# ---- block 1 ----
==> block_1/util_map.png <==
17 x 18 tiles, from black (low) to pale yellow (high), 0 to 100% covered.
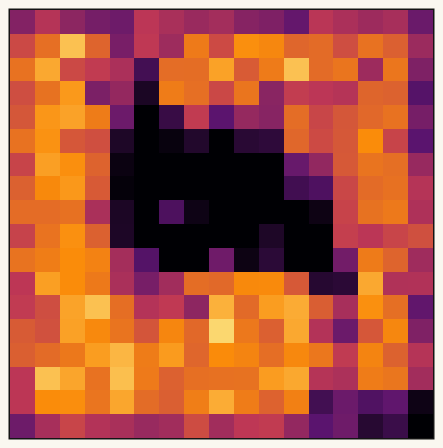

$ cat src/rtl/trap_sequencer.sv
// Machine-mode trap entry / MRET return sequencer: drains memory, writes
// mepc/mcause/mtval/mstatus through the CSR port, then issues one PC redirect.
module trap_sequencer #(
  parameter int unsigned XLEN      = 64,
  parameter int unsigned DRAIN_MAX = 15
) (
  input  logic            clk,
  input  logic            rstn,
  input  logic            wb_valid,
  input  logic            wb_illegal,
  input  logic            wb_ecall,
  input  logic            wb_ebreak,
  input  logic            wb_mret,
  input  logic [XLEN-1:0] wb_pc,
  input  logic [31:0]     wb_inst,
  input  logic            ext_irq,
  input  logic            mem_busy,
  input  logic [XLEN-1:0] mtvec,
  input  logic [XLEN-1:0] mepc,
  input  logic [XLEN-1:0] mstatus,
  output logic            stall,
  output logic            flush,
  output logic            csr_we,
  output logic [11:0]     csr_waddr,
  output logic [XLEN-1:0] csr_wdata,
  output logic            redirect_valid,
  output logic [XLEN-1:0] redirect_pc,
  output logic            drain_timeout
);

  localparam int unsigned CNT_W = 4;
  localparam logic [11:0] A_MSTATUS = 12'h300;
  localparam logic [11:0] A_MEPC    = 12'h341;
  localparam logic [11:0] A_MCAUSE  = 12'h342;
  localparam logic [11:0] A_MTVAL   = 12'h343;
  localparam logic [XLEN-1:0] CAUSE_IRQ = {1'b1, {(XLEN-5){1'b0}}, 4'hB};

  typedef enum logic [2:0] {
    S_IDLE, S_DRAIN, S_W_MEPC, S_W_MCAUSE, S_W_MTVAL, S_W_MSTATUS, S_REDIRECT
  } state_t;

  state_t            r_state, w_next;
  logic              r_is_ret;
  logic [XLEN-1:0]   r_cause, r_epc, r_tval;
  logic [CNT_W-1:0]  r_cnt;
  logic              r_dto;

  logic              w_illegal, w_ebreak, w_ecall, w_irq, w_mret, w_take;
  logic              w_cap_ret;
  logic [XLEN-1:0]   w_cap_cause, w_cap_tval, w_cap_epc;
  logic              w_cnt_max;
  logic [XLEN-1:0]   w_base, w_vec_off, w_ms;

  assign w_illegal = wb_valid & wb_illegal;
  assign w_ebreak  = wb_valid & wb_ebreak;
  assign w_ecall   = wb_valid & wb_ecall;
  assign w_mret    = wb_valid & wb_mret;
  assign w_irq     = ext_irq & mstatus[3];
  assign w_take    = w_illegal | w_ebreak | w_ecall | w_irq | w_mret;
  assign w_cnt_max = (r_cnt == CNT_W'(DRAIN_MAX));
  assign w_base    = {mtvec[XLEN-1:2], 2'b00};
  assign w_vec_off = XLEN'({r_cause[5:0], 2'b00});
  assign drain_timeout = r_dto;

  // Priority encode the writeback/interrupt event into kind, cause and tval
  always_comb begin
    w_cap_ret   = 1'b0;
    w_cap_cause = '0;
    w_cap_tval  = '0;
    w_cap_epc   = wb_valid ? wb_pc : '0;
    if (w_illegal) begin
      w_cap_cause = XLEN'(2);
      w_cap_tval  = XLEN'(wb_inst);
    end else if (w_ebreak) begin
      w_cap_cause = XLEN'(3);
      w_cap_tval  = wb_pc;
    end else if (w_ecall) begin
      w_cap_cause = XLEN'(11);
    end else if (w_irq) begin
      w_cap_cause = CAUSE_IRQ;
    end else if (w_mret) begin
      w_cap_ret   = 1'b1;
    end
  end

  always_ff @(posedge clk or negedge rstn) begin
    if (!rstn) begin
      r_state  <= S_IDLE;
      r_is_ret <= 1'b0;
      r_cause  <= '0;
      r_epc    <= '0;
      r_tval   <= '0;
      r_cnt    <= '0;
      r_dto    <= 1'b0;
    end else begin
      r_state <= w_next;
      if (r_state == S_IDLE && w_take) begin
        r_is_ret <= w_cap_ret;
        r_cause  <= w_cap_cause;
        r_epc    <= w_cap_epc;
        r_tval   <= w_cap_tval;
      end
      r_cnt <= (r_state == S_DRAIN) ? r_cnt + CNT_W'(1) : '0;
      if (r_state == S_DRAIN && mem_busy && w_cnt_max) r_dto <= 1'b1;
    end
  end

  // Next state and Moore output decode
  always_comb begin
    w_next         = r_state;
    stall          = (r_state != S_IDLE);
    flush          = (r_state != S_IDLE);
    csr_we         = 1'b0;
    csr_waddr      = '0;
    csr_wdata      = '0;
    redirect_valid = 1'b0;
    redirect_pc    = '0;
    w_ms           = mstatus;
    case (r_state)
      S_IDLE: if (w_take) w_next = S_DRAIN;
      S_DRAIN: begin
        if (!mem_busy || w_cnt_max) w_next = r_is_ret ? S_W_MSTATUS : S_W_MEPC;
      end
      S_W_MEPC: begin
        csr_we    = 1'b1;
        csr_waddr = A_MEPC;
        csr_wdata = {r_epc[XLEN-1:2], 2'b00};
        w_next    = S_W_MCAUSE;
      end
      S_W_MCAUSE: begin
        csr_we    = 1'b1;
        csr_waddr = A_MCAUSE;
        csr_wdata = r_cause;
        w_next    = S_W_MTVAL;
      end
      S_W_MTVAL: begin
        csr_we    = 1'b1;
        csr_waddr = A_MTVAL;
        csr_wdata = r_tval;
        w_next    = S_W_MSTATUS;
      end
      S_W_MSTATUS: begin
        if (r_is_ret) begin
          w_ms[3] = mstatus[7];
          w_ms[7] = 1'b1;
        end else begin
          w_ms[7] = mstatus[3];
          w_ms[3] = 1'b0;
        end
        w_ms[12:11] = 2'b11;
        csr_we    = 1'b1;
        csr_waddr = A_MSTATUS;
        csr_wdata = w_ms;
        w_next    = S_REDIRECT;
      end
      S_REDIRECT: begin
        redirect_valid = 1'b1;
        if (r_is_ret)
          redirect_pc = mepc;
        else if (mtvec[1:0] == 2'b01 && r_cause[XLEN-1])
          redirect_pc = w_base + w_vec_off;
        else
          redirect_pc = w_base;
        w_next = S_IDLE;
      end
      default: w_next = S_IDLE;
    endcase
  end

endmodule
$ cat config.mk
export PLATFORM = sky130hd
export DESIGN_NAME = trap_sequencer
export DESIGN_NICKNAME = d
export VERILOG_FILES = /design/src/rtl/trap_sequencer.sv
export SDC_FILE = /design/constraint.sdc
export NUM_CORES = 1
export LEC_CHECK = 0
export ABC_CLOCK_PERIOD_IN_PS = 6500
export CAP_MARGIN = 20
export CORE_AREA = 2 2 171 173
export DETAILED_ROUTE_END_ITERATION = 10
export DIE_AREA = 0 0 173 175
export PLACE_DENSITY = 0.72
export REMOVE_ABC_BUFFERS = 1
export SLEW_MARGIN = 25
export SYNTH_ARGS = -nofsm -noshare
export SYNTH_HDL_FRONTEND = slang
export SYNTH_SLANG_ARGS = --single-unit
$ cat constraint.sdc
create_clock -name clk -period 6.5 [get_ports clk]
set_input_delay 1.95 -clock clk [delete_from_list [all_inputs] [get_ports clk]]
set_output_delay 1.95 -clock clk [all_outputs]
set_load 0.02 [all_outputs]
# ---- block 2 ----
$ cat src/rtl/mm_cu_pkg.sv
// -----------------------------------------------------------------------------
// mm_cu_pkg
// Shared definitions for the matrix-multiply core control unit:
//   - opcode values held in instruction bits [15:12]
//   - ALU operation codes driven on alu_op
//   - sequencer state encoding
// Optional feature macro used by the importing files: MM_CU_HW_LOOP_EN
// (enables the SETL/LOOP hardware loop opcodes).
// -----------------------------------------------------------------------------
package mm_cu_pkg;

    localparam int OPC_W = 4;

    localparam logic [3:0] OP_NOP   = 4'h0;
    localparam logic [3:0] OP_LOAD  = 4'h1;
    localparam logic [3:0] OP_STORE = 4'h2;
    localparam logic [3:0] OP_ADD   = 4'h3;
    localparam logic [3:0] OP_SUB   = 4'h4;
    localparam logic [3:0] OP_MUL   = 4'h5;
    localparam logic [3:0] OP_DIV   = 4'h6;
    localparam logic [3:0] OP_JMP   = 4'h7;
    localparam logic [3:0] OP_JZ    = 4'h8;
    localparam logic [3:0] OP_JNZ   = 4'h9;
    localparam logic [3:0] OP_LDI   = 4'hA;
    localparam logic [3:0] OP_SETL  = 4'hB;
    localparam logic [3:0] OP_LOOP  = 4'hC;
    localparam logic [3:0] OP_HALT  = 4'hF;

    localparam logic [2:0] ALU_ADD  = 3'd0;
    localparam logic [2:0] ALU_SUB  = 3'd1;
    localparam logic [2:0] ALU_MUL  = 3'd2;
    localparam logic [2:0] ALU_DIV  = 3'd3;
    localparam logic [2:0] ALU_PASS = 3'd4;

    typedef enum logic [2:0] {
        IDLE   = 3'd0,
        FETCH  = 3'd1,
        LATCH  = 3'd2,
        EXEC   = 3'd3,
        ALU    = 3'd4,
        HALTED = 3'd5
    } state_t;

endpackage

$ cat src/rtl/mm_cu_decode.sv
// -----------------------------------------------------------------------------
// mm_cu_decode
// Purely combinational opcode decoder for the control unit.
// Ports:
//   opcode_i     in   4  instruction opcode field
//   needs_mem_o  out  1  instruction reads data memory and then writes the AC
//   alu_op_o     out  3  ALU operation for accumulator-writing instructions
//   is_branch_o  out  1  instruction may redirect the program counter
//   is_illegal_o out  1  opcode is not defined in this build
// Macro MM_CU_HW_LOOP_EN: when defined, SETL/LOOP decode as legal and LOOP is
// a branch; otherwise both are illegal.
// -----------------------------------------------------------------------------
module mm_cu_decode
    import mm_cu_pkg::*;
(
    input  logic [OPC_W-1:0] opcode_i,
    output logic             needs_mem_o,
    output logic [2:0]       alu_op_o,
    output logic             is_branch_o,
    output logic             is_illegal_o
);

    // Opcode to control-field lookup
    always_comb begin
        needs_mem_o  = 1'b0;
        alu_op_o     = ALU_ADD;
        is_branch_o  = 1'b0;
        is_illegal_o = 1'b0;
        case (opcode_i)
            OP_LOAD: begin
                needs_mem_o = 1'b1;
                alu_op_o    = ALU_PASS;
            end
            OP_ADD: begin
                needs_mem_o = 1'b1;
                alu_op_o    = ALU_ADD;
            end
            OP_SUB: begin
                needs_mem_o = 1'b1;
                alu_op_o    = ALU_SUB;
            end
            OP_MUL: begin
                needs_mem_o = 1'b1;
                alu_op_o    = ALU_MUL;
            end
            OP_DIV: begin
                needs_mem_o = 1'b1;
                alu_op_o    = ALU_DIV;
            end
            OP_LDI: begin
                alu_op_o = ALU_PASS;
            end
            OP_JMP, OP_JZ, OP_JNZ: begin
                is_branch_o = 1'b1;
            end
            OP_NOP, OP_STORE, OP_HALT: begin
                is_branch_o = 1'b0;
            end
`ifdef MM_CU_HW_LOOP_EN
            OP_SETL: begin
                is_branch_o = 1'b0;
            end
            OP_LOOP: begin
                is_branch_o = 1'b1;
            end
`endif
            default: begin
                is_illegal_o = 1'b1;
            end
        endcase
    end

endmodule

$ cat src/rtl/mm_control_unit.sv
// -----------------------------------------------------------------------------
// mm_control_unit
// Multi-cycle sequencer driving the accumulator datapath of the matrix-multiply
// core: FETCH -> LATCH -> EXEC (-> ALU) per instruction, HALTED on HALT or an
// undefined opcode. Every output is a flop whose next value is derived from
// the state being entered, so nothing reaches a port combinationally from
// imem_rdata or z.
// Ports:
//   clk, rst_n          clock (rising edge), asynchronous active-low reset
//   start               one-cycle pulse, runs from PC 0 when IDLE/HALTED
//   imem_addr/re/rdata  instruction memory (data valid the cycle after re)
//   dmem_addr/re/we     data memory strobes, address = operand field
//   alu_op, in2_sel     ALU operation and in2 source (0 dmem, 1 imm)
//   imm                 operand field for immediate instructions
//   ac_we               accumulator write enable
//   z                   ALU zero flag (true when non-zero), sampled with ac_we
//   busy, done          running / halted status
//   illegal             sticky, set by an undefined opcode, cleared by start
// Macro MM_CU_HW_LOOP_EN: adds the LOOP_W-bit loop counter with SETL/LOOP.
// -----------------------------------------------------------------------------
module mm_control_unit
    import mm_cu_pkg::*;
#(
    parameter int PC_W    = 12,
    parameter int INSTR_W = 16,
    parameter int LOOP_W  = 12
) (
    input  logic               clk,
    input  logic               rst_n,
    input  logic               start,
    output logic [PC_W-1:0]    imem_addr,
    output logic               imem_re,
    input  logic [INSTR_W-1:0] imem_rdata,
    output logic [PC_W-1:0]    dmem_addr,
    output logic               dmem_re,
    output logic               dmem_we,
    output logic [2:0]         alu_op,
    output logic               in2_sel,
    output logic [PC_W-1:0]    imm,
    output logic               ac_we,
    input  logic [1:0]         z,
    output logic               busy,
    output logic               done,
    output logic               illegal
);

    state_t             state_q, state_d;
    logic [PC_W-1:0]    pc_q, pc_d;
    logic [INSTR_W-1:0] ir_q, ir_d;
    logic               zf_q, zf_d;
    logic               illegal_q, illegal_d;

    logic [PC_W-1:0]    imem_addr_q, imem_addr_d;
    logic               imem_re_q, imem_re_d;
    logic [PC_W-1:0]    dmem_addr_q, dmem_addr_d;
    logic               dmem_re_q, dmem_re_d;
    logic               dmem_we_q, dmem_we_d;
    logic [2:0]         alu_op_q, alu_op_d;
    logic               in2_sel_q, in2_sel_d;
    logic [PC_W-1:0]    imm_q, imm_d;
    logic               ac_we_q, ac_we_d;
    logic               busy_q, busy_d;
    logic               done_q, done_d;

`ifdef MM_CU_HW_LOOP_EN
    localparam logic [LOOP_W-1:0] LC_ONE = LOOP_W'(1);
    logic [LOOP_W-1:0]  lc_q, lc_d;
`endif

    logic [OPC_W-1:0]   opcode_s;
    logic [PC_W-1:0]    operand_s;
    logic               dec_needs_mem_s;
    logic [2:0]         dec_alu_op_s;
    logic               dec_is_branch_s;
    logic               dec_is_illegal_s;
    logic               take_branch_s;

    // Instruction register: captures the fetched word at the end of LATCH
    always_comb begin
        if (state_q == LATCH) begin
            ir_d = imem_rdata;
        end else begin
            ir_d = ir_q;
        end
    end

    // Decode looks at ir_d so the EXEC-cycle strobes can be registered on
    // entry to EXEC; during EXEC ir_d equals ir_q.
    assign opcode_s  = ir_d[INSTR_W-1 -: OPC_W];
    assign operand_s = ir_d[PC_W-1:0];

    mm_cu_decode u_decode (
        .opcode_i     (opcode_s),
        .needs_mem_o  (dec_needs_mem_s),
        .alu_op_o     (dec_alu_op_s),
        .is_branch_o  (dec_is_branch_s),
        .is_illegal_o (dec_is_illegal_s)
    );

    // Branch condition for the instruction in EXEC
    always_comb begin
        take_branch_s = 1'b0;
        case (opcode_s)
            OP_JMP:  take_branch_s = 1'b1;
            OP_JZ:   take_branch_s = zf_q;
            OP_JNZ:  take_branch_s = ~zf_q;
`ifdef MM_CU_HW_LOOP_EN
            OP_LOOP: take_branch_s = (lc_q > LC_ONE);
`endif
            default: take_branch_s = 1'b0;
        endcase
    end

    // Sequencer next state, architectural registers and next output values
    always_comb begin
        state_d   = state_q;
        pc_d      = pc_q;
        illegal_d = illegal_q;
`ifdef MM_CU_HW_LOOP_EN
        lc_d      = lc_q;
`endif
        // The zero flag follows z only while the accumulator is written
        if (ac_we_q) begin
            zf_d = (z != 2'b00);
        end else begin
            zf_d = zf_q;
        end

        case (state_q)
            IDLE, HALTED: begin
                if (start) begin
                    pc_d      = {PC_W{1'b0}};
                    illegal_d = 1'b0;
                    state_d   = FETCH;
                end else begin
                    state_d   = state_q;
                end
            end
            FETCH: begin
                state_d = LATCH;
            end
            LATCH: begin
                pc_d    = pc_q + {{(PC_W-1){1'b0}}, 1'b1};
                state_d = EXEC;
            end
            EXEC: begin
                if (dec_is_illegal_s) begin
                    illegal_d = 1'b1;
                    state_d   = HALTED;
                end else if (dec_needs_mem_s) begin
                    state_d   = ALU;
                end else if (opcode_s == OP_HALT) begin
                    state_d   = HALTED;
                end else begin
                    state_d   = FETCH;
                end
                if (dec_is_branch_s && take_branch_s) begin
                    pc_d = operand_s;
                end else begin
                    pc_d = pc_q;
                end
`ifdef MM_CU_HW_LOOP_EN
                if (opcode_s == OP_SETL) begin
                    lc_d = LOOP_W'(operand_s);
                end else if (opcode_s == OP_LOOP) begin
                    // Last pass (lc 1) and an unarmed loop (lc 0) both end at 0
                    if (lc_q > LC_ONE) begin
                        lc_d = lc_q - LC_ONE;
                    end else begin
                        lc_d = {LOOP_W{1'b0}};
                    end
                end else begin
                    lc_d = lc_q;
                end
`endif
            end
            ALU: begin
                state_d = FETCH;
            end
            default: begin
                state_d = IDLE;
            end
        endcase

        // Output values for the cycle spent in state_d
        if (state_d == FETCH) begin
            imem_re_d   = 1'b1;
            imem_addr_d = pc_d;
        end else begin
            imem_re_d   = 1'b0;
            imem_addr_d = imem_addr_q;
        end

        if (state_d == EXEC) begin
            dmem_addr_d = operand_s;
            imm_d       = operand_s;
            dmem_re_d   = dec_needs_mem_s;
            dmem_we_d   = (opcode_s == OP_STORE);
            if (opcode_s == OP_LDI) begin
                alu_op_d  = dec_alu_op_s;
                in2_sel_d = 1'b1;
                ac_we_d   = 1'b1;
            end else begin
                alu_op_d  = alu_op_q;
                in2_sel_d = in2_sel_q;
                ac_we_d   = 1'b0;
            end
        end else if (state_d == ALU) begin
            dmem_addr_d = dmem_addr_q;
            imm_d       = imm_q;
            dmem_re_d   = 1'b0;
            dmem_we_d   = 1'b0;
            alu_op_d    = dec_alu_op_s;
            in2_sel_d   = 1'b0;
            ac_we_d     = 1'b1;
        end else begin
            dmem_addr_d = dmem_addr_q;
            imm_d       = imm_q;
            dmem_re_d   = 1'b0;
            dmem_we_d   = 1'b0;
            alu_op_d    = alu_op_q;
            in2_sel_d   = in2_sel_q;
            ac_we_d     = 1'b0;
        end

        busy_d = (state_d != IDLE) && (state_d != HALTED);
        done_d = (state_d == HALTED);
    end

    // State, architectural registers and registered outputs
    always_ff @(posedge clk or negedge rst_n) begin
        if (!rst_n) begin
            state_q     <= IDLE;
            pc_q        <= {PC_W{1'b0}};
            ir_q        <= {INSTR_W{1'b0}};
            zf_q        <= 1'b0;
            illegal_q   <= 1'b0;
            imem_addr_q <= {PC_W{1'b0}};
            imem_re_q   <= 1'b0;
            dmem_addr_q <= {PC_W{1'b0}};
            dmem_re_q   <= 1'b0;
            dmem_we_q   <= 1'b0;
            alu_op_q    <= 3'd0;
            in2_sel_q   <= 1'b0;
            imm_q       <= {PC_W{1'b0}};
            ac_we_q     <= 1'b0;
            busy_q      <= 1'b0;
            done_q      <= 1'b0;
`ifdef MM_CU_HW_LOOP_EN
            lc_q        <= {LOOP_W{1'b0}};
`endif
        end else begin
            state_q     <= state_d;
            pc_q        <= pc_d;
            ir_q        <= ir_d;
            zf_q        <= zf_d;
            illegal_q   <= illegal_d;
            imem_addr_q <= imem_addr_d;
            imem_re_q   <= imem_re_d;
            dmem_addr_q <= dmem_addr_d;
            dmem_re_q   <= dmem_re_d;
            dmem_we_q   <= dmem_we_d;
            alu_op_q    <= alu_op_d;
            in2_sel_q   <= in2_sel_d;
            imm_q       <= imm_d;
            ac_we_q     <= ac_we_d;
            busy_q      <= busy_d;
            done_q      <= done_d;
`ifdef MM_CU_HW_LOOP_EN
            lc_q        <= lc_d;
`endif
        end
    end

    assign imem_addr = imem_addr_q;
    assign imem_re   = imem_re_q;
    assign dmem_addr = dmem_addr_q;
    assign dmem_re   = dmem_re_q;
    assign dmem_we   = dmem_we_q;
    assign alu_op    = alu_op_q;
    assign in2_sel   = in2_sel_q;
    assign imm       = imm_q;
    assign ac_we     = ac_we_q;
    assign busy      = busy_q;
    assign done      = done_q;
    assign illegal   = illegal_q;

endmodule

$ cat config.mk
export PLATFORM = sky130hd
export DESIGN_NAME = mm_control_unit
export DESIGN_NICKNAME = d
export VERILOG_FILES = /design/src/rtl/mm_cu_pkg.sv /design/src/rtl/mm_cu_decode.sv /design/src/rtl/mm_control_unit.sv
export SDC_FILE = /design/constraint.sdc
export NUM_CORES = 1
export LEC_CHECK = 0
export ABC_AREA = 0
export CAP_MARGIN = 30
export CORE_ASPECT_RATIO = 2
export CORE_MARGIN = 5
export CORE_UTILIZATION = 46
export DETAILED_ROUTE_END_ITERATION = 16
export GPL_ROUTABILITY_DRIVEN = 1
export PLACE_DENSITY = 0.83
export SLEW_MARGIN = 15
export SYNTH_ARGS = -nofsm -noshare
export SYNTH_HDL_FRONTEND = slang
export SYNTH_SLANG_ARGS = --single-unit
$ cat constraint.sdc
create_clock -name clk -period 2.5 [get_ports clk]
set_clock_uncertainty 0.05 [all_clocks]
set_input_delay 0.5 -clock clk [delete_from_list [all_inputs] [get_ports clk]]
set_output_delay 0.5 -clock clk [all_outputs]
set_load 0.01 [all_outputs]
# ---- block 3 ----
<file path="src/rtl/uid_auth_table.sv">
// UID authorisation table: CHECK/ADD/DEL/CLEAR served by a one-slot-per-clock scan with fixed latency.
// Define UID_AUTH_DEFAULT_UID_EN to preload DEFAULT_UID into slot 0 at reset and on CLEAR.
module uid_auth_table #(
    parameter int               UID_W       = 32,
    parameter int               DEPTH       = 8,
    parameter logic [UID_W-1:0] DEFAULT_UID = 32'hDEAD_BEEF
) (
    input  logic                         clk_i,
    input  logic                         rst_n_i,
    input  logic                         cmd_valid_i,
    output logic                         cmd_ready_o,
    input  logic [1:0]                   cmd_op_i,
    input  logic [UID_W-1:0]             cmd_uid_i,
    output logic                         rsp_valid_o,
    output logic                         rsp_allowed_o,
    output logic                         rsp_added_ok_o,
    output logic                         rsp_duplicate_o,
    output logic                         rsp_full_o,
    output logic                         rsp_removed_o,
    output logic [$clog2(DEPTH+1)-1:0]   count_o
);
    localparam int IDX_W = (DEPTH > 1) ? $clog2(DEPTH) : 1;
    localparam int CNT_W = $clog2(DEPTH + 1);

    localparam logic [1:0] S_IDLE = 2'd0;
    localparam logic [1:0] S_SCAN = 2'd1;
    localparam logic [1:0] S_RESP = 2'd2;

    localparam logic [1:0] OP_CHECK = 2'd0;
    localparam logic [1:0] OP_ADD   = 2'd1;
    localparam logic [1:0] OP_DEL   = 2'd2;
    localparam logic [1:0] OP_CLEAR = 2'd3;

    localparam logic [IDX_W-1:0] LAST_IDX = IDX_W'(DEPTH - 1);
`ifdef UID_AUTH_DEFAULT_UID_EN
    localparam logic [DEPTH-1:0] EMPTY_VALID = DEPTH'(1);
    localparam logic [CNT_W-1:0] EMPTY_CNT   = CNT_W'(1);
`else
    localparam logic [DEPTH-1:0] EMPTY_VALID = '0;
    localparam logic [CNT_W-1:0] EMPTY_CNT   = '0;
`endif

    logic [1:0]       state_q, state_d;
    logic [IDX_W-1:0] idx_q, idx_d;
    logic [1:0]       op_q, op_d;
    logic [UID_W-1:0] uid_q, uid_d;
    logic             hit_q, hit_d;
    logic [IDX_W-1:0] hit_idx_q, hit_idx_d;
    logic             free_found_q, free_found_d;
    logic [IDX_W-1:0] free_idx_q, free_idx_d;
    logic [DEPTH-1:0] valid_q, valid_d;
    logic [UID_W-1:0] tbl_q [DEPTH];
    logic [UID_W-1:0] tbl_d [DEPTH];
    logic [CNT_W-1:0] count_q, count_d;
    logic [4:0]       rsp_q, rsp_d;   // {allowed, added_ok, duplicate, full, removed}
    logic             rsp_valid_q, rsp_valid_d;

    always_comb begin
        state_d      = state_q;
        idx_d        = idx_q;
        op_d         = op_q;
        uid_d        = uid_q;
        hit_d        = hit_q;
        hit_idx_d    = hit_idx_q;
        free_found_d = free_found_q;
        free_idx_d   = free_idx_q;
        valid_d      = valid_q;
        tbl_d        = tbl_q;
        count_d      = count_q;
        rsp_d        = '0;
        rsp_valid_d  = 1'b0;
        case (state_q)
            S_IDLE: begin
                if (cmd_valid_i) begin
                    op_d         = cmd_op_i;
                    uid_d        = cmd_uid_i;
                    idx_d        = '0;
                    hit_d        = 1'b0;
                    hit_idx_d    = '0;
                    free_found_d = 1'b0;
                    free_idx_d   = '0;
                    state_d      = S_SCAN;
                end
            end
            S_SCAN: begin
                if (valid_q[idx_q] && (tbl_q[idx_q] == uid_q)) begin
                    hit_d     = 1'b1;
                    hit_idx_d = idx_q;
                end
                if (!valid_q[idx_q] && !free_found_q) begin
                    free_found_d = 1'b1;
                    free_idx_d   = idx_q;
                end
                if (idx_q == LAST_IDX) state_d = S_RESP;
                else                   idx_d   = idx_q + IDX_W'(1);
            end
            S_RESP: begin
                rsp_valid_d = 1'b1;
                state_d     = S_IDLE;
                case (op_q)
                    OP_CHECK: rsp_d[4] = hit_q;
                    OP_ADD: begin
                        if (hit_q) begin
                            rsp_d[2] = 1'b1;
                        end else if (!free_found_q) begin
                            rsp_d[1] = 1'b1;
                        end else begin
                            valid_d[free_idx_q] = 1'b1;
                            tbl_d[free_idx_q]   = uid_q;
                            count_d             = count_q + CNT_W'(1);
                            rsp_d[3]            = 1'b1;
                        end
                    end
                    OP_DEL: begin
                        if (hit_q) begin
                            valid_d[hit_idx_q] = 1'b0;
                            count_d            = count_q - CNT_W'(1);
                            rsp_d[0]           = 1'b1;
                        end
                    end
                    default: begin
                        valid_d  = EMPTY_VALID;
                        count_d  = EMPTY_CNT;
`ifdef UID_AUTH_DEFAULT_UID_EN
                        tbl_d[0] = DEFAULT_UID;
`endif
                    end
                endcase
            end
            default: state_d = S_IDLE;
        endcase
    end

    always_ff @(posedge clk_i or negedge rst_n_i) begin
        if (!rst_n_i) begin
            state_q      <= S_IDLE;
            idx_q        <= '0;
            op_q         <= OP_CHECK;
            uid_q        <= '0;
            hit_q        <= 1'b0;
            hit_idx_q    <= '0;
            free_found_q <= 1'b0;
            free_idx_q   <= '0;
            valid_q      <= EMPTY_VALID;
            count_q      <= EMPTY_CNT;
            rsp_q        <= '0;
            rsp_valid_q  <= 1'b0;
            for (int i = 0; i < DEPTH; i++) tbl_q[i] <= (i == 0) ? DEFAULT_UID : '0;
        end else begin
            state_q      <= state_d;
            idx_q        <= idx_d;
            op_q         <= op_d;
            uid_q        <= uid_d;
            hit_q        <= hit_d;
            hit_idx_q    <= hit_idx_d;
            free_found_q <= free_found_d;
            free_idx_q   <= free_idx_d;
            valid_q      <= valid_d;
            count_q      <= count_d;
            rsp_q        <= rsp_d;
            rsp_valid_q  <= rsp_valid_d;
            tbl_q        <= tbl_d;
        end
    end

    assign cmd_ready_o     = (state_q == S_IDLE);
    assign rsp_valid_o     = rsp_valid_q;
    assign rsp_allowed_o   = rsp_q[4];
    assign rsp_added_ok_o  = rsp_q[3];
    assign rsp_duplicate_o = rsp_q[2];
    assign rsp_full_o      = rsp_q[1];
    assign rsp_removed_o   = rsp_q[0];
    assign count_o         = count_q;
endmodule
</file>
<file path="config.mk">
export PLATFORM = sky130hd
export DESIGN_NAME = uid_auth_table
export DESIGN_NICKNAME = d
export VERILOG_FILES = /design/src/rtl/uid_auth_table.sv
export SDC_FILE = /design/constraint.sdc
export NUM_CORES = 1
export LEC_CHECK = 0
export CAP_MARGIN = 10
export CORE_UTILIZATION = 30
export CTS_CLUSTER_DIAMETER = 200
export DETAILED_ROUTE_END_ITERATION = 6
export PLACE_DENSITY = 0.41
export SYNTH_ARGS = -nofsm -noshare
export SYNTH_HDL_FRONTEND = slang
export SYNTH_SLANG_ARGS = --single-unit
export TNS_END_PERCENT = 20
</file>
<file path="constraint.sdc">
create_clock -name clk_i -period 3.3 [get_ports clk_i]
set_clock_uncertainty 0.15 [all_clocks]
set_input_delay 0.495 -clock clk_i [delete_from_list [all_inputs] [get_ports clk_i]]
set_output_delay 0.495 -clock clk_i [all_outputs]
set_load 0.05 [all_outputs]
</file>
# ---- block 4 ----
==> config.mk <==
export PLATFORM = sky130hd
export DESIGN_NAME = rr_onehot_arbiter
export DESIGN_NICKNAME = d
export VERILOG_FILES = /design/src/rtl/arb_pkg.sv /design/src/rtl/bintoonehotenc.sv /design/src/rtl/rr_onehot_arbiter.sv
export SDC_FILE = /design/constraint.sdc
export NUM_CORES = 1
export LEC_CHECK = 0
export ABC_AREA = 1
export CAP_MARGIN = 40
export CORE_MARGIN = 5
export CORE_UTILIZATION = 36
export CTS_CLUSTER_DIAMETER = 200
export DETAILED_ROUTE_END_ITERATION = 10
export GPL_TIMING_DRIVEN = 0
export PLACE_DENSITY_LB_ADDON = 0.3
export SETUP_SLACK_MARGIN = 0.4
export SKIP_CTS_REPAIR_TIMING = 1
export SLEW_MARGIN = 20
export SYNTH_ARGS = -nofsm -noshare
export SYNTH_HDL_FRONTEND = slang
export SYNTH_SLANG_ARGS = --single-unit
==> constraint.sdc <==
create_clock -name clk_i -period 3.9 [get_ports clk_i]
set_input_delay 1.17 -clock clk_i [delete_from_list [all_inputs] [get_ports clk_i]]
set_output_delay 1.17 -clock clk_i [all_outputs]
set_load 0.05 [all_outputs]
==> src/rtl/arb_pkg.sv <==
// Shared definitions for the round-robin one-hot arbiter: FSM state
// encoding and the default sizing constants used by the top level.
package arb_pkg;

   // Arbiter FSM states: IDLE searches for the next requester, GRANT holds it.
   typedef enum logic {
      IDLE  = 1'b0,
      GRANT = 1'b1
   } arb_state_e;

   // Default number of requesters (power of two, 2..16).
   localparam int DEF_NUM_REQ  = 16;
   // Default width of the binary grant index, log2(DEF_NUM_REQ).
   localparam int DEF_IDX_W    = 4;
   // Default maximum number of GRANT cycles before a forced release.
   localparam int DEF_MAX_HOLD = 15;

endpackage : arb_pkg

==> src/rtl/bintoonehotenc.sv <==
// Binary-to-one-hot encoder: output bit k is set when bin_i equals k.
// Purely combinational; gating with a valid flag is left to the caller.
module bintoonehotenc #(
   parameter int bin_width    = 4,
   parameter int onehot_width = 16
) (
   input  logic [bin_width-1:0]    bin_i,
   output logic [onehot_width-1:0] onehot_o
);

   // One comparator per output bit.
   for (genvar gi = 0; gi < onehot_width; gi++) begin : g_dec
      assign onehot_o[gi] = (bin_i == bin_width'(gi));
   end

endmodule : bintoonehotenc

==> src/rtl/rr_onehot_arbiter.sv <==
// Round-robin arbiter with registered binary grant and combinational
// one-hot grant. The grant is held until the grantee signals done_i or
// drops its request; one idle cycle always separates two grants.
// Optional feature: define ARB_TIMEOUT_EN to bound every grant to
// MAX_HOLD cycles, with a one-cycle timeout_o pulse on forced release.
module rr_onehot_arbiter
   import arb_pkg::*;
#(
   parameter int NUM_REQ  = DEF_NUM_REQ,
   parameter int IDX_W    = DEF_IDX_W,
   parameter int MAX_HOLD = DEF_MAX_HOLD
) (
   input  logic               clk_i,
   input  logic               rst_n_i,
   input  logic [NUM_REQ-1:0] req_i,
   input  logic               done_i,
   output logic               gnt_valid_o,
   output logic [IDX_W-1:0]   gnt_bin_o,
   output logic [NUM_REQ-1:0] gnt_onehot_o,
   output logic               timeout_o
);

   arb_state_e         state_q,   state_d;
   logic [IDX_W-1:0]   gnt_bin_q, gnt_bin_d;
   logic [IDX_W-1:0]   ptr_q,     ptr_d;

   logic               search_hit;
   logic [IDX_W-1:0]   search_idx;
   logic               release_evt;
   logic [NUM_REQ-1:0] dec_onehot;

`ifdef ARB_TIMEOUT_EN
   localparam int HOLD_W = (MAX_HOLD < 2) ? 1 : $clog2(MAX_HOLD + 1);

   logic [HOLD_W-1:0]  hold_q,    hold_d;
   logic               timeout_q, timeout_d;
   logic               hold_expired;

   // The current GRANT cycle is the MAX_HOLD-th one.
   assign hold_expired = (hold_q == HOLD_W'(MAX_HOLD - 1));
`endif

   // Rotating priority search: first set request strictly above ptr,
   // wrapping round so that ptr itself is considered last. The loop runs
   // from the farthest offset down so the nearest hit wins.
   always_comb begin
      logic [IDX_W-1:0] cand;
      search_hit = 1'b0;
      search_idx = '0;
      cand       = '0;
      for (int i = NUM_REQ; i >= 1; i--) begin
         cand = ptr_q + IDX_W'(i);
         if (req_i[cand]) begin
            search_hit = 1'b1;
            search_idx = cand;
         end
      end
   end

   // A grant ends when the grantee says so or stops requesting.
   assign release_evt = done_i | ~req_i[gnt_bin_q];

   // Next-state logic for the IDLE/GRANT FSM and its datapath registers.
   always_comb begin
      state_d   = state_q;
      gnt_bin_d = gnt_bin_q;
      ptr_d     = ptr_q;
`ifdef ARB_TIMEOUT_EN
      hold_d    = hold_q;
      timeout_d = 1'b0;
`endif
      case (state_q)
         IDLE: begin
            if (search_hit) begin
               state_d   = GRANT;
               gnt_bin_d = search_idx;
               ptr_d     = search_idx;
`ifdef ARB_TIMEOUT_EN
               hold_d    = '0;
`endif
            end
         end
         GRANT: begin
            if (release_evt) begin
               // Normal release wins over a coincident timeout.
               state_d   = IDLE;
               gnt_bin_d = '0;
`ifdef ARB_TIMEOUT_EN
            end else if (hold_expired) begin
               state_d   = IDLE;
               gnt_bin_d = '0;
               timeout_d = 1'b1;
            end else begin
               hold_d    = hold_q + HOLD_W'(1);
`endif
            end
         end
         default: begin
            state_d   = IDLE;
            gnt_bin_d = '0;
         end
      endcase
   end

   // State and datapath registers with synchronous active-low reset.
   // ptr resets to the top requester so the first search starts at 0.
   always_ff @(posedge clk_i) begin
      if (!rst_n_i) begin
         state_q   <= IDLE;
         gnt_bin_q <= '0;
         ptr_q     <= IDX_W'(NUM_REQ - 1);
      end else begin
         state_q   <= state_d;
         gnt_bin_q <= gnt_bin_d;
         ptr_q     <= ptr_d;
      end
   end

`ifdef ARB_TIMEOUT_EN
   // Hold counter and timeout pulse; reset never produces a pulse.
   always_ff @(posedge clk_i) begin
      if (!rst_n_i) begin
         hold_q    <= '0;
         timeout_q <= 1'b0;
      end else begin
         hold_q    <= hold_d;
         timeout_q <= timeout_d;
      end
   end

   assign timeout_o = timeout_q;
`else
   assign timeout_o = 1'b0;
`endif

   assign gnt_valid_o = (state_q == GRANT);
   assign gnt_bin_o   = gnt_bin_q;

   bintoonehotenc #(
      .bin_width    (IDX_W),
      .onehot_width (NUM_REQ)
   ) u_dec (
      .bin_i    (gnt_bin_q),
      .onehot_o (dec_onehot)
   );

   assign gnt_onehot_o = dec_onehot & {NUM_REQ{gnt_valid_o}};

endmodule : rr_onehot_arbiter


==> layout pictures side by side <==
Port wiring.
Plate I
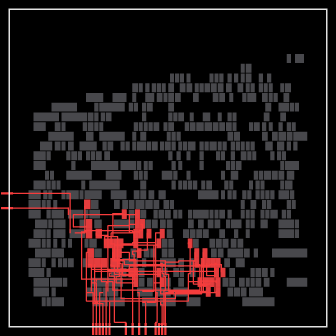
Plate II
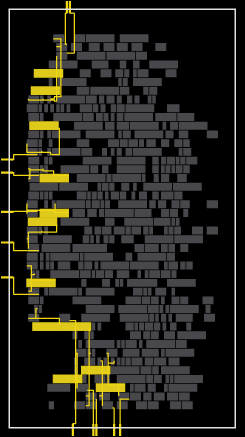
Plate III
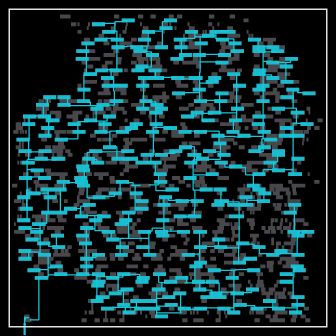
Plate IV
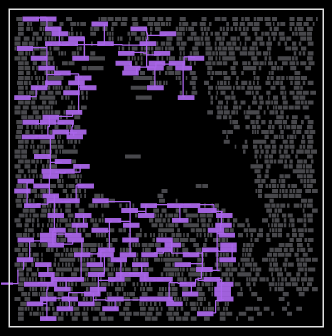
- block 1 = Plate IV
- block 3 = Plate III
- block 2 = Plate II
- block 4 = Plate I
Of these, most cells: Plate IV

Key to Plate IV:
[`rstn`] purple | bits: 1 | direction: input | edge: left | end cells: 139 | buffers: 2 | wire: 1120 microns

==> block_3/util_map.png <==
22 x 22 tiles, from black (low) to pale yellow (high), 0 to 100% covered.
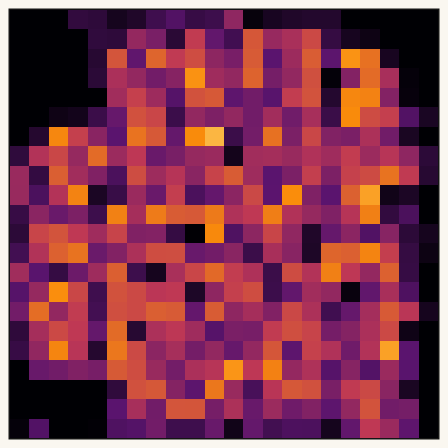
emptiest ninth of the die: upper left
tiles over 75% full: 1.7%
nearly empty tiles: 14%
fullest tile: 84%

==> out/results.tsv, block 3 <==
metric	value	unit
status	finished, final reports clean	
Tool Warnings	28	
share of cells above drive strength 1	41.94	%
antenna fix cells	0	
comb area leader	multiplexers	
worst r2r src	idx_q[0]$_DFFE_PN0P_	
worst path cell trace	buf_4 > mux4_2 > mux2i_1 > xor2_1 > nand3_1 > nor4_2 > nand4_2 > mux2i_1	
grt total ovfl	0	
flop-to-flop setup slack	230	ps
Mux area share	32.28	%
DRT Wirelength	37.18	mm
Min-Delay Endpoint	uid_q[14]$_DFFE_PN0P_	
Synth top area share	50.46	%
-- block 3: cell usage in the layout (no fill, tap or decap), drive strengths merged, types with 6 or more instances in the layout --
cell type / synthesis / routed
a21oi: 20 / 20
a31oi: 6 / 6
and3: 6 / 6
buf: 71 / 52
clkbuf: 19 / 61
clkdlybuf4s50: 0 / 46
clkinv: 0 / 6
dfrtp: 297 / 297
dfstp: 24 / 24
ha: 7 / 7
inv: 9 / 11
mux2: 258 / 258
mux2i: 43 / 43
mux4: 63 / 63
nand2: 126 / 126
nand4: 6 / 6
nor2: 11 / 11
nor2b: 6 / 6
o21ai: 17 / 17
xor2: 31 / 31
-- block 3: cell type report --
| cell class | instances | share of cell area (%) |
|---|---|---|
| sequential | 321 | 46.12 |
| multi-input combinational | 632 | 35.79 |
| clock buffer | 61 | 6.691 |
| timing repair buffer | 99 | 5.791 |
| tap | 615 | 4.397 |
| clock inverter | 13 | 1.022 |
| inverter | 9 | 0.1930 |
==> block_4/util_map.png <==
9 x 9 tiles, from black (low) to pale yellow (high), 0 to 100% covered.
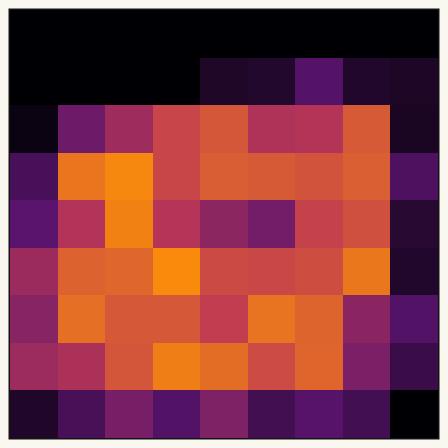
fullest tile: 75%
emptiest ninth of the die: upper left
mean over tiles: 35%

==> block_4/gates.png <==
The bar under the picture is 20 microns long.
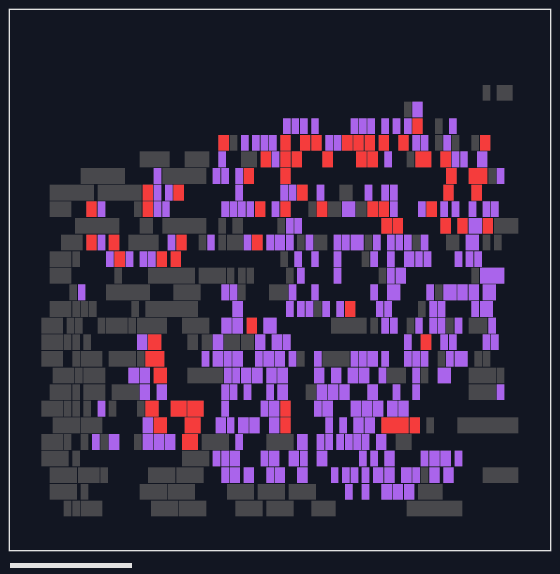
[nand cells] purple | cells: 259
[aoi and oai cells] red | cells: 64
logic share of the area: 64.41%
most instantiated logic cell after routing: nand2_1
Non-Filler Instances: 558

==> out/results.tsv, block 4 <==
metric	value	unit
status	finished, final reports clean	
yosys stat area	2211	sq um
crit end category	output port	
Biggest Area Class	multi-input combinational cells	
GPL Wtd Cong	0.9245	
antenna fix cells	0	
CP Buf/Inv Count	2	
Top cells excl fill/tap	nand2_1, nand3_1, a21oi_1	
Total GRT Usage	20.57	%
worst path cell trace	buf_1 > nand3_1 > nor2_1 > clkdlybuf4s50_1	
max-cap viol count	0	
DRT Wirelength	7.937	mm
Period minus WS final	3336	ps
Min-Delay Path Depth	2	
Top Layer Used	met4	
Placed Instances	554	
Via density	5.427	
met2 WL	3.554	mm
#MultiIn Comb	377	
Max-slew headroom	65.48	%
met1 Track Usage GR	28.95	%
-- block 4: Yosys cell counts (2+ instances only) --
library cell | instances | area [sq um]
nand2_1 | 178 | 668.1
buf_2 | 6 | 30.03
o21ai_1 | 6 | 30.03
a31oi_1 | 5 | 31.28
dfxtp_1 | 9 | 180.2
nor2_1 | 31 | 116.4
a21oi_1 | 45 | 225.2
nand4_1 | 2 | 12.51
xor2_2 | 2 | 32.53
inv_1 | 32 | 120.1
buf_1 | 2 | 7.510
buf_4 | 2 | 15.01
nand3_1 | 75 | 375.4
nor4_1 | 3 | 18.77
xor2_1 | 3 | 26.28
a22oi_1 | 4 | 30.03
ha_1 | 7 | 87.58
inv_2 | 8 | 30.03
buf_6 | 2 | 22.52
nand2_2 | 3 | 18.77
-- block 4: cells by family after synthesis --
kind of cell / Yosys count
fa+ha+maj: 7
buf+inv: 54
other cells: 1
compound gates: 65
xor+xnor: 7
simple gates: 297
flops: 9
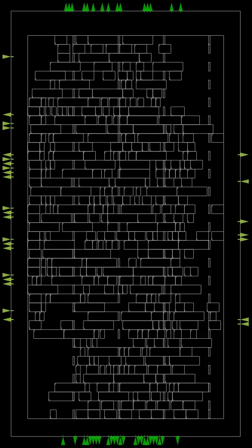
(block_2/placed.png)
FF+latch count: 67
fin util: 62.84%
row cnt: 43

==> block_2/util_map.png <==
7 x 13 tiles, from black (low) to pale yellow (high), 0 to 100% covered.
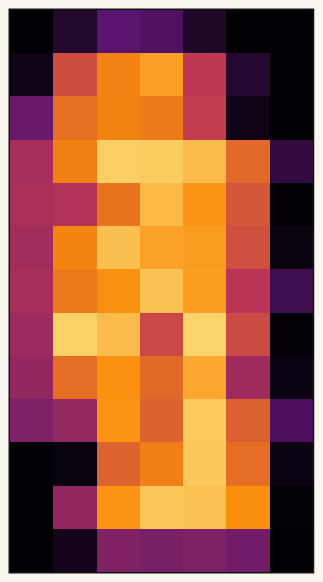
nearly empty tiles: 13%
mean over tiles: 47%
tiles over 75% full: 26%
densest ninth of the die: centre
Core Area: 6994 sq um
Core Util at FP: 47.25%

==> out/results.tsv, block 2 <==
metric	value	unit
global-route wire length before repair	13.83	mm
Non-Filler Cell Area, Final	4395	sq um
Ys Warns	0	
Top cells excl fill/tap	nand2_1, dfrtp_1, clkdlybuf4s50_1	
top cells by count, synth	nand2_1, dfrtp_1, o21ai_0	
Synthesized registers	67	
Netlist Area Pre-Place	3304	sq um
Via density	5.543	
placed cell area	4091	sq um
Clock-cell share	6.433	%
status	finished, final reports clean	
clock-pin transition on the worst setup and hold timing paths	50	ps
Synth top area share	50.74	%
async set-reset flop share out of synthesis	100.0	%
Non-Filler Instances	503	
grt total ovfl	0	
Tool Warnings	26	
DIE AREA	9081	sq um
CP Class	in -> reg	
crit path to	imem_addr[2]$_DFFE_PN0N_	
## block 2: sequential cells by signal, summed over array words and instances (netlist names)
signal	cells
ac_we	1
alu_op	3
busy	1
dmem_re	1
dmem_we	1
done	1
illegal	1
imem_addr	12
imem_re	1
imm	12
in2_sel	1
ir_q	16
pc_q	12
state_q	3
zf_q	1
## block 2: kinds of logic (layout without fill, tap and decap cells)
group                    after synthesis  count (layout)
AND-OR/OR-AND                         62              62
buffers and inverters                 37             112
AND/OR/NAND/NOR                      148             148
multiplexers                          17              17
XOR/XNOR                               6               6
adder cells (fa/ha/maj)                1               1
flip-flops                            67              67
## block 2: per-layer routing
layer,up-vias,share of wire (%)
met5,-,0
met2,88,56
met1,1375,37
met3,21,3.6
met4,0,3.8
li1,1304,-
==> block_1/placed.png <==
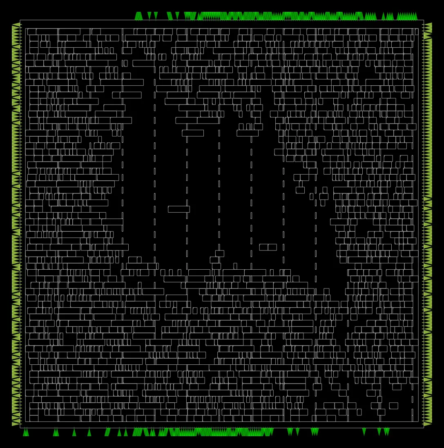
row cnt: 62
Tap Cells: 384
sequential share of cell area: 23.12%

==> block_1/gates.png <==
The bar under the picture is 50 microns long.
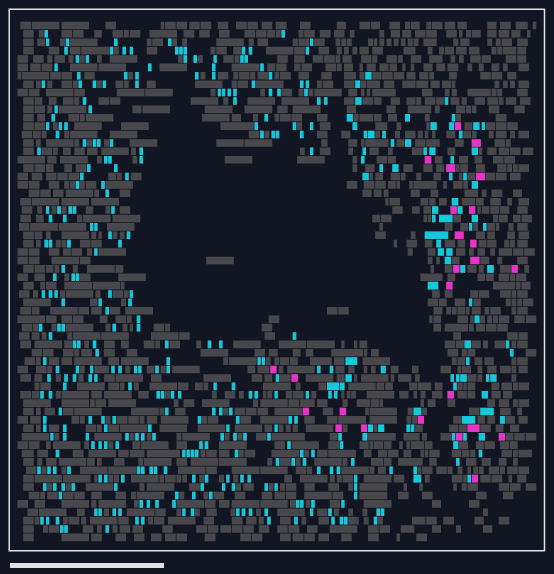
[and/or cells] magenta | cells: 25
[nand cells] cyan | cells: 373 | where: spread over the die
Non-Filler Instances: 2067
most instantiated logic cell after routing: clkdlybuf4s50_1
logic share of the area: 36.37%

About block_1/util_map.png:
nearly empty tiles: 11%
fullest tile: 91%
mean over tiles: 48%
tiles over 75% full: 12%

==> out/results.tsv, block 1 <==
metric	value	unit
status	finished, violations left	
violated checks	setup timing	
global-route wire length before repair	59.56	mm
Min-Delay Endpoint	r_cnt[0]$_DFF_PN0_	
Synthesized registers	139	
cell with the most instances after synthesis	nand2_1	
largest net degree at the start of global routing	146	
TNS Setup	-8.656	ps
setup ws final	-8.656	ps
Netlist Area Pre-Place	9308	sq um
num ports	442	
unrepaired setup endpoints after global routing	true	
critical path required time	4550	ps
largest reg by FF count	r_tval	
grt total ovfl	0	
xor/xnor share	5.740	%
H-tree depth	4	
setup violators final	1	
Synth Area in Adders	0.7528	%
Main synth FF type	dfrtp_1	
NumNets Final	1969	
critical path startpoint	mtvec[3]	
flop-to-flop setup slack	4050	ps
[block 1: final cells by class]
type                            count  area [sq um]
Clock inverter                      9         135.1
Inverter                           16         60.06
Timing Repair Buffer              518          4938
Tap cell                          384         480.5
Clock buffer                       23         478.0
Multi-Input combinational cell    975          5477
Sequential cell                   139          3482
Antenna cell                        3         7.507
Fill cell                        2732         13330
[block 1: layer usage]
layer	vias up	routed length, microns	GRT usage, %
met4	2	1309	10.77
met2	458	19250	43.27
met5	-	13	0
met1	4928	15400	29.42
li1	5099	-	-
met3	59	3170	7.507


## Gallery

Met3 routing.
shot_01.png
The bar under the picture is 50 microns long.
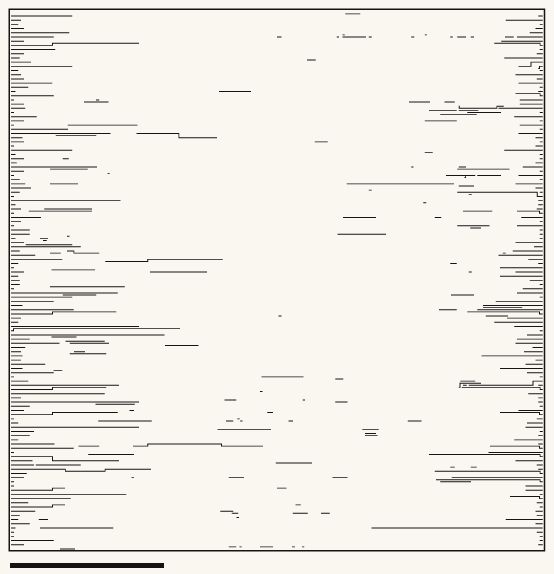
shot_02.png
The bar under the picture is 50 microns long.
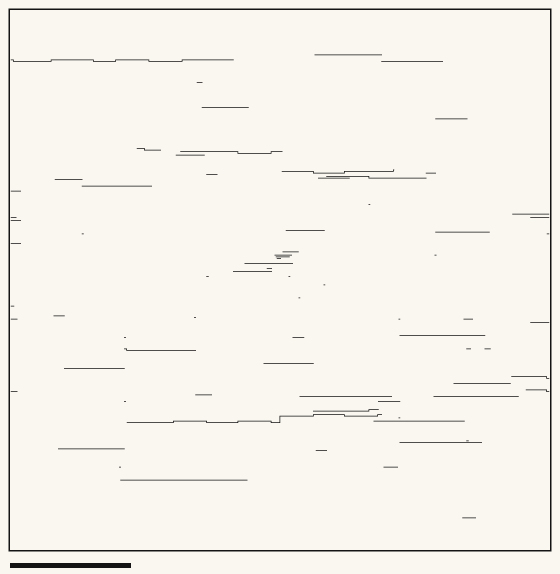
shot_03.png
The bar under the picture is 20 microns long.
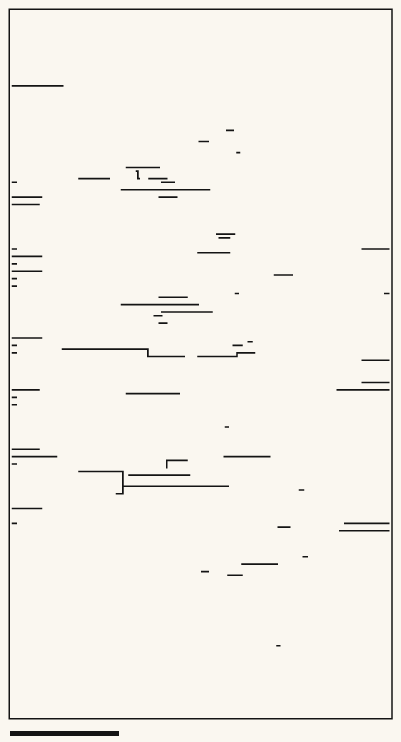
shot_04.png
The bar under the picture is 20 microns long.
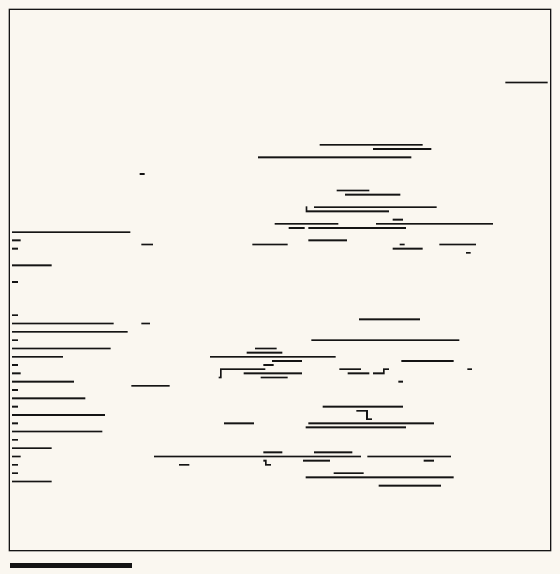
The one with the largest die is shot_02.png.
- shot_02.png = block 3
- shot_03.png = block 2
- shot_04.png = block 4
- shot_01.png = block 1

Key to shot_02.png:
nets with wire on the layer: 31
wire length on this layer: 1120 microns
share of all routed wire: 3.0%
longest straight run: 52.4 microns

